=== wb_bus_buffer ===
**wb_bus_buffer: cell sizes after repair**

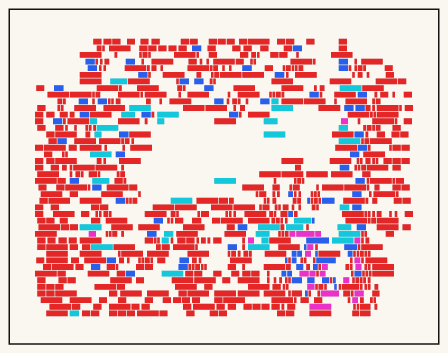

--- src/rtl/wb_bus_buffer_pkg.sv ---
// Shared definitions for the registered Wishbone bus buffer: FSM state
// encodings and default bus widths.
package wb_bus_buffer_pkg;

    localparam int WBB_DW = 32;
    localparam int WBB_AW = 19;

    typedef enum logic [1:0] {
        WBB_IDLE  = 2'd0,
        WBB_BUSY  = 2'd1,
        WBB_ABORT = 2'd2
    } wbb_state_e;

endpackage

--- src/rtl/wb_skid.sv ---
// Output request register backed by a one-entry skid register.
// Requests leave in accept order; flush drops both entries.
module wb_skid #(
    parameter int W = 52
) (
    input  logic         i_clk,
    input  logic         i_rst_n,
    input  logic         i_flush,
    input  logic         i_valid,
    input  logic [W-1:0] i_data,
    input  logic         i_ready,
    output logic         o_valid,
    output logic [W-1:0] o_data,
    output logic         o_valid_nxt,
    output logic         o_skid_nxt
);

    logic         r_ovld, r_svld;
    logic [W-1:0] r_odat, r_sdat;
    logic         w_ovld, w_svld, w_free;
    logic [W-1:0] w_odat, w_sdat;

    assign w_free = !r_ovld || i_ready;

    always_comb begin
        w_ovld = r_ovld;
        w_svld = r_svld;
        w_odat = r_odat;
        w_sdat = r_sdat;
        if (w_free) begin
            // Output slot frees up: the skid entry is older, so it goes first.
            if (r_svld) begin
                w_odat = r_sdat;
                w_ovld = 1'b1;
                w_svld = i_valid;
                if (i_valid)
                    w_sdat = i_data;
            end else begin
                w_ovld = i_valid;
                if (i_valid)
                    w_odat = i_data;
            end
        end else if (i_valid) begin
            w_svld = 1'b1;
            w_sdat = i_data;
        end
        if (i_flush) begin
            w_ovld = 1'b0;
            w_svld = 1'b0;
        end
    end

    always_ff @(posedge i_clk or negedge i_rst_n) begin
        if (!i_rst_n) begin
            r_ovld <= 1'b0;
            r_svld <= 1'b0;
            r_odat <= '0;
            r_sdat <= '0;
        end else begin
            r_ovld <= w_ovld;
            r_svld <= w_svld;
            r_odat <= w_odat;
            r_sdat <= w_sdat;
        end
    end

    assign o_valid     = r_ovld;
    assign o_data      = r_odat;
    assign o_valid_nxt = w_ovld;
    assign o_skid_nxt  = w_svld;

endmodule

--- src/rtl/wb_bus_buffer.sv ---
// Registered Wishbone pipeline stage between the arbiter and the slave
// interconnect: in-flight limiting, timeout abort and registered returns.
module wb_bus_buffer
    import wb_bus_buffer_pkg::*;
#(
    parameter int DW        = WBB_DW,
    parameter int AW        = WBB_AW,
    parameter int LGFLIGHT  = 4,
    parameter int LGTIMEOUT = 10
) (
    input  logic          i_clk,
    input  logic          i_rst_n,
    input  logic          i_cyc,
    input  logic          i_stb,
    input  logic          i_we,
    input  logic [AW-1:0] i_adr,
    input  logic [DW-1:0] i_dat,
    output logic          o_stall,
    output logic          o_ack,
    output logic          o_err,
    output logic [DW-1:0] o_data,
    output logic          o_cyc,
    output logic          o_stb,
    output logic          o_we,
    output logic [AW-1:0] o_adr,
    output logic [DW-1:0] o_dat,
    input  logic          i_stall,
    input  logic          i_ack,
    input  logic          i_err,
    input  logic [DW-1:0] i_data
);

    localparam int RW = 1 + AW + DW;
    // Stall is registered, so throttle one request early to stay under the limit.
    localparam int FL_THR_I = (2 ** LGFLIGHT) - 2;
    localparam logic [LGFLIGHT:0] FL_THR = FL_THR_I[LGFLIGHT:0];

    wbb_state_e           r_state, w_state_nxt;
    logic                 r_cyc, r_stall, r_ack, r_err;
    logic [DW-1:0]        r_data;
    logic [LGFLIGHT-1:0]  r_flight, w_flight_nxt;
    logic [LGTIMEOUT-1:0] r_tmo, w_tmo_nxt;
    logic                 w_accept, w_issue, w_dec, w_flush, w_abort, w_timeout;
    logic                 w_stb, w_stb_nxt, w_skid_nxt, w_stall_nxt;
    logic [RW-1:0]        w_req;
    logic [LGFLIGHT:0]    w_sum;

    assign w_timeout = &r_tmo;
    assign w_accept  = i_cyc && i_stb && !r_stall && (r_state != WBB_ABORT);
    assign w_issue   = w_stb && !i_stall;
    assign w_dec     = i_ack && (r_flight != '0);

    always_comb begin
        w_state_nxt = r_state;
        w_abort     = 1'b0;
        case (r_state)
            WBB_IDLE:  if (i_cyc) w_state_nxt = WBB_BUSY;
            WBB_BUSY: begin
                if (!i_cyc) begin
                    w_state_nxt = WBB_IDLE;
                end else if (i_err || w_timeout) begin
                    w_state_nxt = WBB_ABORT;
                    w_abort     = 1'b1;
                end
            end
            WBB_ABORT: if (!i_cyc) w_state_nxt = WBB_IDLE;
            default:   w_state_nxt = WBB_IDLE;
        endcase
    end

    assign w_flush = (r_state == WBB_BUSY) && (w_state_nxt != WBB_BUSY);

    always_comb begin
        w_flight_nxt = r_flight;
        w_tmo_nxt    = r_tmo;
        if (w_flush || (r_state != WBB_BUSY)) begin
            w_flight_nxt = '0;
            w_tmo_nxt    = '0;
        end else begin
            case ({w_issue, w_dec})
                2'b10:   w_flight_nxt = r_flight + LGFLIGHT'(1);
                2'b01:   w_flight_nxt = r_flight - LGFLIGHT'(1);
                default: w_flight_nxt = r_flight;
            endcase
            if (i_ack || w_issue)
                w_tmo_nxt = '0;
            else if (((r_flight != '0) || w_stb) && !w_timeout)
                w_tmo_nxt = r_tmo + LGTIMEOUT'(1);
        end
    end

    assign w_sum = {1'b0, w_flight_nxt} + (LGFLIGHT+1)'(w_stb_nxt)
                 + (LGFLIGHT+1)'(w_skid_nxt);
    assign w_stall_nxt = (w_state_nxt == WBB_ABORT) || w_skid_nxt || (w_sum >= FL_THR);

    wb_skid #(.W(RW)) u_skid (
        .i_clk       (i_clk),
        .i_rst_n     (i_rst_n),
        .i_flush     (w_flush),
        .i_valid     (w_accept),
        .i_data      ({i_we, i_adr, i_dat}),
        .i_ready     (!i_stall),
        .o_valid     (w_stb),
        .o_data      (w_req),
        .o_valid_nxt (w_stb_nxt),
        .o_skid_nxt  (w_skid_nxt)
    );

    always_ff @(posedge i_clk or negedge i_rst_n) begin
        if (!i_rst_n) begin
            r_state  <= WBB_IDLE;
            r_cyc    <= 1'b0;
            r_stall  <= 1'b0;
            r_ack    <= 1'b0;
            r_err    <= 1'b0;
            r_data   <= '0;
            r_flight <= '0;
            r_tmo    <= '0;
        end else begin
            r_state  <= w_state_nxt;
            r_cyc    <= (w_state_nxt == WBB_BUSY);
            r_stall  <= w_stall_nxt;
            // An error on the same cycle swallows the ack.
            r_ack    <= i_ack && r_cyc && !i_err;
            r_err    <= w_abort;
            r_data   <= i_data;
            r_flight <= w_flight_nxt;
            r_tmo    <= w_tmo_nxt;
        end
    end

    assign o_cyc   = r_cyc;
    assign o_stall = r_stall;
    assign o_ack   = r_ack;
    assign o_err   = r_err;
    assign o_data  = r_data;
    assign o_stb   = w_stb;
    assign {o_we, o_adr, o_dat} = w_req;

endmodule

--- config.mk ---
export PLATFORM = sky130hd
export DESIGN_NAME = wb_bus_buffer
export DESIGN_NICKNAME = d
export VERILOG_FILES = /design/src/rtl/wb_bus_buffer_pkg.sv /design/src/rtl/wb_skid.sv /design/src/rtl/wb_bus_buffer.sv
export SDC_FILE = /design/constraint.sdc
export NUM_CORES = 1
export LEC_CHECK = 0
export ABC_AREA = 1
export CAP_MARGIN = 20
export CORE_ASPECT_RATIO = 0.75
export CORE_MARGIN = 10
export CORE_UTILIZATION = 35
export DETAILED_ROUTE_END_ITERATION = 6
export SETUP_SLACK_MARGIN = 0.2
export SLEW_MARGIN = 20
export SYNTH_ARGS = -nofsm -noshare
export SYNTH_HDL_FRONTEND = slang
export SYNTH_SLANG_ARGS = --single-unit
--- constraint.sdc ---
create_clock -name i_clk -period 2.85 [get_ports i_clk]
set_input_delay 0.57 -clock i_clk [delete_from_list [all_inputs] [get_ports i_clk]]
set_output_delay 0.57 -clock i_clk [all_outputs]
set_load 0.01 [all_outputs]
=== hw_cfg_arbiter ===
### config.mk
export PLATFORM = sky130hd
export DESIGN_NAME = hw_cfg_arbiter
export DESIGN_NICKNAME = d
export VERILOG_FILES = /design/src/rtl/hw_cfg_arbiter_pkg.sv /design/src/rtl/cfg_req_slot.sv /design/src/rtl/hw_cfg_arbiter.sv
export SDC_FILE = /design/constraint.sdc
export NUM_CORES = 1
export LEC_CHECK = 0
export ABC_AREA = 1
export CAP_MARGIN = 15
export CORE_ASPECT_RATIO = 2
export CORE_UTILIZATION = 45
export CTS_CLUSTER_DIAMETER = 40
export DETAILED_ROUTE_END_ITERATION = 10
export PLACE_DENSITY = 0.73
export SLEW_MARGIN = 15
export SYNTH_ARGS = -nofsm -noshare
export SYNTH_HDL_FRONTEND = slang
export SYNTH_SLANG_ARGS = --single-unit
export TNS_END_PERCENT = 50
### constraint.sdc
create_clock -name CLK -period 2.3 [get_ports CLK]
set_clock_uncertainty 0.05 [all_clocks]
set_input_delay 0.345 -clock CLK [delete_from_list [all_inputs] [get_ports CLK]]
set_output_delay 0.345 -clock CLK [all_outputs]
set_load 0.005 [all_outputs]
### src/rtl/hw_cfg_arbiter_pkg.sv
`default_nettype none
// ============================================================================
// hw_cfg_arbiter_pkg : shared types and constants for the config-bus arbiter
// Rev 1.0
// ============================================================================
package hw_cfg_arbiter_pkg;

    localparam int PAYLOAD_W = 24;
    localparam int CFG16_W   = 16;

    typedef logic [1:0] tgt_t;

    localparam tgt_t TGT_AD9518 = 2'd0;
    localparam tgt_t TGT_AD9122 = 2'd1;
    localparam tgt_t TGT_DAC124 = 2'd2;
    localparam tgt_t TGT_INV    = 2'd3;

    typedef enum logic [1:0] {
        ST_IDLE  = 2'd0,
        ST_ISSUE = 2'd1,
        ST_GAP   = 2'd2
    } state_t;

    function automatic int max3(input int a, input int b, input int c);
        int m;
        m = (a > b) ? a : b;
        return (m > c) ? m : c;
    endfunction

endpackage
`default_nettype wire

### src/rtl/cfg_req_slot.sv
`default_nettype none
// ============================================================================
// cfg_req_slot : one-entry valid/ready holding register for a requester
// Rev 1.0
// ============================================================================
module cfg_req_slot
    import hw_cfg_arbiter_pkg::*;
(
    input  logic                 clk_i,
    input  logic                 rst_i,
    input  logic                 valid_i,
    input  tgt_t                 tgt_i,
    input  logic [PAYLOAD_W-1:0] data_i,
    input  logic                 clear_i,
    output logic                 ready_o,
    output logic                 pending_o,
    output tgt_t                 tgt_o,
    output logic [PAYLOAD_W-1:0] data_o
);

    logic                 pending_q;
    tgt_t                 tgt_q;
    logic [PAYLOAD_W-1:0] data_q;
    logic                 w_accept;

    assign ready_o  = !pending_q;
    assign w_accept = valid_i && !pending_q;

    // Accept and clear never coincide: clear only happens while pending.
    always_ff @(posedge clk_i) begin
        if (rst_i) begin
            pending_q <= 1'b0;
            tgt_q     <= TGT_AD9518;
            data_q    <= '0;
        end else if (w_accept) begin
            pending_q <= 1'b1;
            tgt_q     <= tgt_i;
            data_q    <= data_i;
        end else if (clear_i) begin
            pending_q <= 1'b0;
        end
    end

    assign pending_o = pending_q;
    assign tgt_o     = tgt_q;
    assign data_o    = data_q;

endmodule
`default_nettype wire

### src/rtl/hw_cfg_arbiter.sv
`default_nettype none
// ============================================================================
// hw_cfg_arbiter : round-robin arbiter issuing CONFIG_EN pulses with guard gaps
// Rev 1.0
// ============================================================================
module hw_cfg_arbiter
    import hw_cfg_arbiter_pkg::*;
#(
    parameter int GAP_AD9518 = 64,
    parameter int GAP_AD9122 = 48,
    parameter int GAP_DAC124 = 40
) (
    input  logic                 CLK,
    input  logic                 RST,
    input  logic                 REQ0_VALID,
    output logic                 REQ0_READY,
    input  logic [1:0]           REQ0_TGT,
    input  logic [PAYLOAD_W-1:0] REQ0_DATA,
    input  logic                 REQ1_VALID,
    output logic                 REQ1_READY,
    input  logic [1:0]           REQ1_TGT,
    input  logic [PAYLOAD_W-1:0] REQ1_DATA,
    output logic                 AD9518_CONFIG_EN,
    output logic [PAYLOAD_W-1:0] AD9518_CONFIG_DATA,
    output logic                 AD9122_CONFIG_EN,
    output logic [CFG16_W-1:0]   AD9122_CONFIG_DATA,
    output logic                 DAC124_CONFIG_EN,
    output logic [CFG16_W-1:0]   DAC124_CONFIG_DATA,
    output logic                 BUSY,
    output logic                 ERR_TGT
);

    localparam int GAP_MAX = max3(GAP_AD9518, GAP_AD9122, GAP_DAC124);
    localparam int CNT_W   = $clog2(GAP_MAX + 1);

    logic                 w_pend0, w_pend1;
    tgt_t                 w_tgt0, w_tgt1;
    logic [PAYLOAD_W-1:0] w_data0, w_data1;
    logic                 w_gnt, w_sel;
    tgt_t                 w_gnt_tgt;
    logic [PAYLOAD_W-1:0] w_gnt_data;

    state_t               state_q;
    logic                 last_q;
    logic [CNT_W-1:0]     cnt_q;
    tgt_t                 issue_tgt_q;
    logic                 en518_q, en9122_q, en124_q;
    logic [PAYLOAD_W-1:0] d518_q;
    logic [CFG16_W-1:0]   d9122_q, d124_q;
    logic                 busy_q, err_q;

    cfg_req_slot u_slot0 (
        .clk_i     (CLK),
        .rst_i     (RST),
        .valid_i   (REQ0_VALID),
        .tgt_i     (REQ0_TGT),
        .data_i    (REQ0_DATA),
        .clear_i   (w_gnt && !w_sel),
        .ready_o   (REQ0_READY),
        .pending_o (w_pend0),
        .tgt_o     (w_tgt0),
        .data_o    (w_data0)
    );

    cfg_req_slot u_slot1 (
        .clk_i     (CLK),
        .rst_i     (RST),
        .valid_i   (REQ1_VALID),
        .tgt_i     (REQ1_TGT),
        .data_i    (REQ1_DATA),
        .clear_i   (w_gnt && w_sel),
        .ready_o   (REQ1_READY),
        .pending_o (w_pend1),
        .tgt_o     (w_tgt1),
        .data_o    (w_data1)
    );

    // On a tie the requester that did not win last time is chosen.
    always_comb begin
        w_sel = 1'b0;
        if (w_pend0 && w_pend1) begin
            w_sel = !last_q;
        end else if (w_pend1) begin
            w_sel = 1'b1;
        end
        w_gnt      = (state_q == ST_IDLE) && (w_pend0 || w_pend1);
        w_gnt_tgt  = w_sel ? w_tgt1  : w_tgt0;
        w_gnt_data = w_sel ? w_data1 : w_data0;
    end

    always_ff @(posedge CLK) begin
        if (RST) begin
            state_q     <= ST_IDLE;
            last_q      <= 1'b1;
            cnt_q       <= '0;
            issue_tgt_q <= TGT_AD9518;
            en518_q     <= 1'b0;
            en9122_q    <= 1'b0;
            en124_q     <= 1'b0;
            d518_q      <= '0;
            d9122_q     <= '0;
            d124_q      <= '0;
            busy_q      <= 1'b0;
            err_q       <= 1'b0;
        end else begin
            en518_q  <= 1'b0;
            en9122_q <= 1'b0;
            en124_q  <= 1'b0;
            err_q    <= 1'b0;
            unique case (state_q)
                ST_IDLE: begin
                    if (w_gnt) begin
                        last_q <= w_sel;
                        if (w_gnt_tgt == TGT_INV) begin
                            err_q <= 1'b1;
                        end else begin
                            state_q     <= ST_ISSUE;
                            busy_q      <= 1'b1;
                            issue_tgt_q <= w_gnt_tgt;
                            if (w_gnt_tgt == TGT_AD9518) begin
                                en518_q <= 1'b1;
                                d518_q  <= w_gnt_data;
                            end else if (w_gnt_tgt == TGT_AD9122) begin
                                en9122_q <= 1'b1;
                                d9122_q  <= w_gnt_data[CFG16_W-1:0];
                            end else begin
                                en124_q <= 1'b1;
                                d124_q  <= w_gnt_data[CFG16_W-1:0];
                            end
                        end
                    end
                end
                ST_ISSUE: begin
                    state_q <= ST_GAP;
                    if (issue_tgt_q == TGT_AD9518) begin
                        cnt_q <= CNT_W'(GAP_AD9518 - 1);
                    end else if (issue_tgt_q == TGT_AD9122) begin
                        cnt_q <= CNT_W'(GAP_AD9122 - 1);
                    end else begin
                        cnt_q <= CNT_W'(GAP_DAC124 - 1);
                    end
                end
                ST_GAP: begin
                    if (cnt_q == '0) begin
                        state_q <= ST_IDLE;
                        busy_q  <= 1'b0;
                    end else begin
                        cnt_q <= cnt_q - 1'b1;
                    end
                end
                default: begin
                    state_q <= ST_IDLE;
                    busy_q  <= 1'b0;
                end
            endcase
        end
    end

    assign AD9518_CONFIG_EN   = en518_q;
    assign AD9518_CONFIG_DATA = d518_q;
    assign AD9122_CONFIG_EN   = en9122_q;
    assign AD9122_CONFIG_DATA = d9122_q;
    assign DAC124_CONFIG_EN   = en124_q;
    assign DAC124_CONFIG_DATA = d124_q;
    assign BUSY               = busy_q;
    assign ERR_TGT            = err_q;

endmodule
`default_nettype wire
**wb_bus_buffer: wire density map**

Scale bar: 50 um. The die is cut into 35 by 27 equal tiles; dark purple is low, yellow is high, scaled to the fullest tile. Values are wire area over tile area, all layers added.
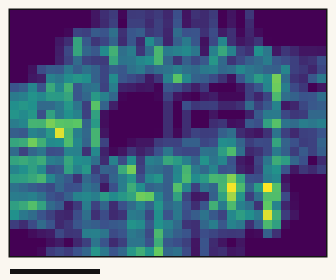
densest ninth of the die: middle left
tiles over half the peak: 13%
fullest tile: 0.43
mean over tiles: 0.11
nearly empty tiles: 19%

**wb_bus_buffer: I/O nets highlighted**

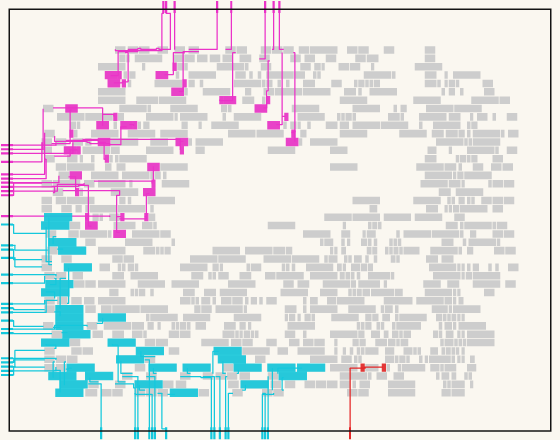
legend:
  cyan:
    port: `i_data`
    direction: input
    edge: 17 left, 15 bottom
    end_cells: 32
    buffers: 32
    wire: 721 um
  magenta:
    port: `i_adr`
    direction: input
    edge: 11 left, 8 top
    end_cells: 38
    buffers: 19
    wire: 793 um
  red:
    port: `i_ack`
    direction: input
    edge: bottom
    end_cells: 2
    buffers: 1
    wire: 30.9 um

About 'cell sizes after repair' of wb_bus_buffer:
legend:
  red:
    size: _0 and _1 cells
    cells: 664
  magenta:
    size: _3 and _4 cells
    cells: 21
  blue:
    size: _2 cells
    cells: 75
  cyan:
    size: _6 and larger
    cells: 35
Area Overhead vs Synth: 43.9%
final cell area excluding filler cells: 0.00916 mm^2

==> out/qor.yml, wb_bus_buffer <==
critical_path:
  rr_worst_depth: 15
  crit_fanout: 3
  path_class: "reg2reg"
  end_kind: "flop"
  startpoint: "r_flight[3]"
  rr_startpoint: "r_flight[3]"
run_status:
  status: "completed"
cells_and_area:
  layout_top_cell_excl_fill_tap: "clkdlybuf4s50_1"
  comb_share_pct: 24.2
  inverters: 32
  nMultiInputCombCells: 377
  n_all_buffers: 196
timing:
  rsz0062_at_grt: "false"
  skew_ns: 0.0112
  fin_crit_ns: 2.51
  fin_tns_setup_ns: 0
  post-route-period-util_pct: 88.2
  whs_ns: 0.157
place:
  post_dp_cell_area_mm2: 0.00848
  dp.cells: 1002
yosys:
  synth_chip_area_mm2: 0.00636
  postSynthAreaPerCell_um2: 10.7
  fp_nets: 692
  yosysWarningCount: 0
  mux_share_pct: 9.20
routing:
  vias: 4850
  first_iter_violations: 285
  met1Wirelength_mm: 6.92
  post_drt_wl_per_cell_um: 15.9
power:
  p_total_mw: 7.07
  ir_drop_v: 0.000401
clock_tree:
  tritoncts: "built"
  post_cts_resized: 5
flow_run:
  drv_cap: 0
**hw_cfg_arbiter: placement by cell class**

Scale bar: 20 um.
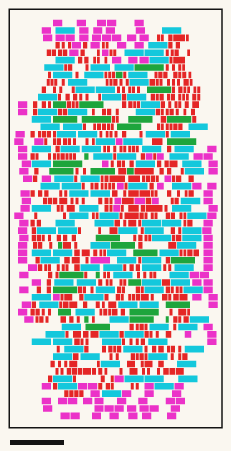
legend:
  magenta:
    class: other buffers and delay cells
    cells: 133
    share_of_their_area: 19%
  red:
    class: combinational and other logic
    cells: 499
    share_of_their_area: 35%
  green:
    class: clock drivers and dummy loads
    cells: 32
    share_of_their_area: 9.5%
  cyan:
    class: flops
    cells: 127
    share_of_their_area: 37%

==> out/qor.yml, hw_cfg_arbiter <==
run_status:
  status: "completed"
place:
  gp_congestion: 0.836
  port-buffer-count: 118
  dp.cells: 897
cells_and_area:
  layout_top_cell_excl_fill_tap: "nor2_1"
  inverters: 47
  fin_cells: 931
  dominant-cell-class: "registers"
routing:
  drc_errors: 0
  top_layer_used: "met4"
  routed_wl_mm: 13.5
clock_tree:
  postCtsSetupBuffers: 0
  root_buffer: "clkbuf_16"
min_path:
  holdPathEnd: "u_slot1.data_o[22]"
  hp-start: "u_slot1.data_o[22]"
global_route:
  grt_pass1_vias: 4663
  grt_overflow_total: 0
timing:
  slew_viol_final: 0
  rsz0062_at_grt: "false"
  worst_slack_ns: 0.135
critical_path:
  cp.depth: 12
  cp-endpoint: "DAC124_CONFIG_DATA[0]"
  arrival_ns: 2.46
  startpoint: "u_slot0.pending_o"
  cp_slowest_stage_delay_ns: 0.32
  path_cells: "nand2_1, nand2_2, inv_1, or2_0, o21ai_2, inv_1, ha_2, nor2_8, buf_4, buf_4, a31oi_1, nor2_1"
  rrSetupSlack_ns: 0.13
  crit_slowest_cell: "dfxtp_1"
power:
  intPower_mw: 5.06
floorplanning:
  core_area_mm2: 0.0110
  taps: 140
yosys:
  top_area_cell: "dfxtp_1"
  ys_sh_adder_pct: 1.22
  postSynthSeqShare_pct: 49.5
  ys.flops: 127


==> notes/layouts.md <==
Pictures saved along the way, in no particular order.

Congestion heat map.
image #1
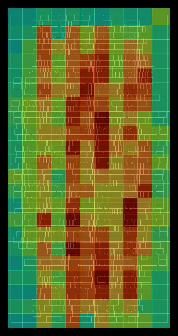
image #2
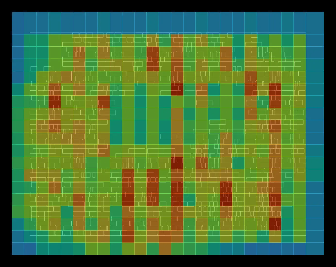
hw_cfg_arbiter -> image #1
wb_bus_buffer -> image #2

Power figures rest on the tool's default switching activity, not on a simulated workload.
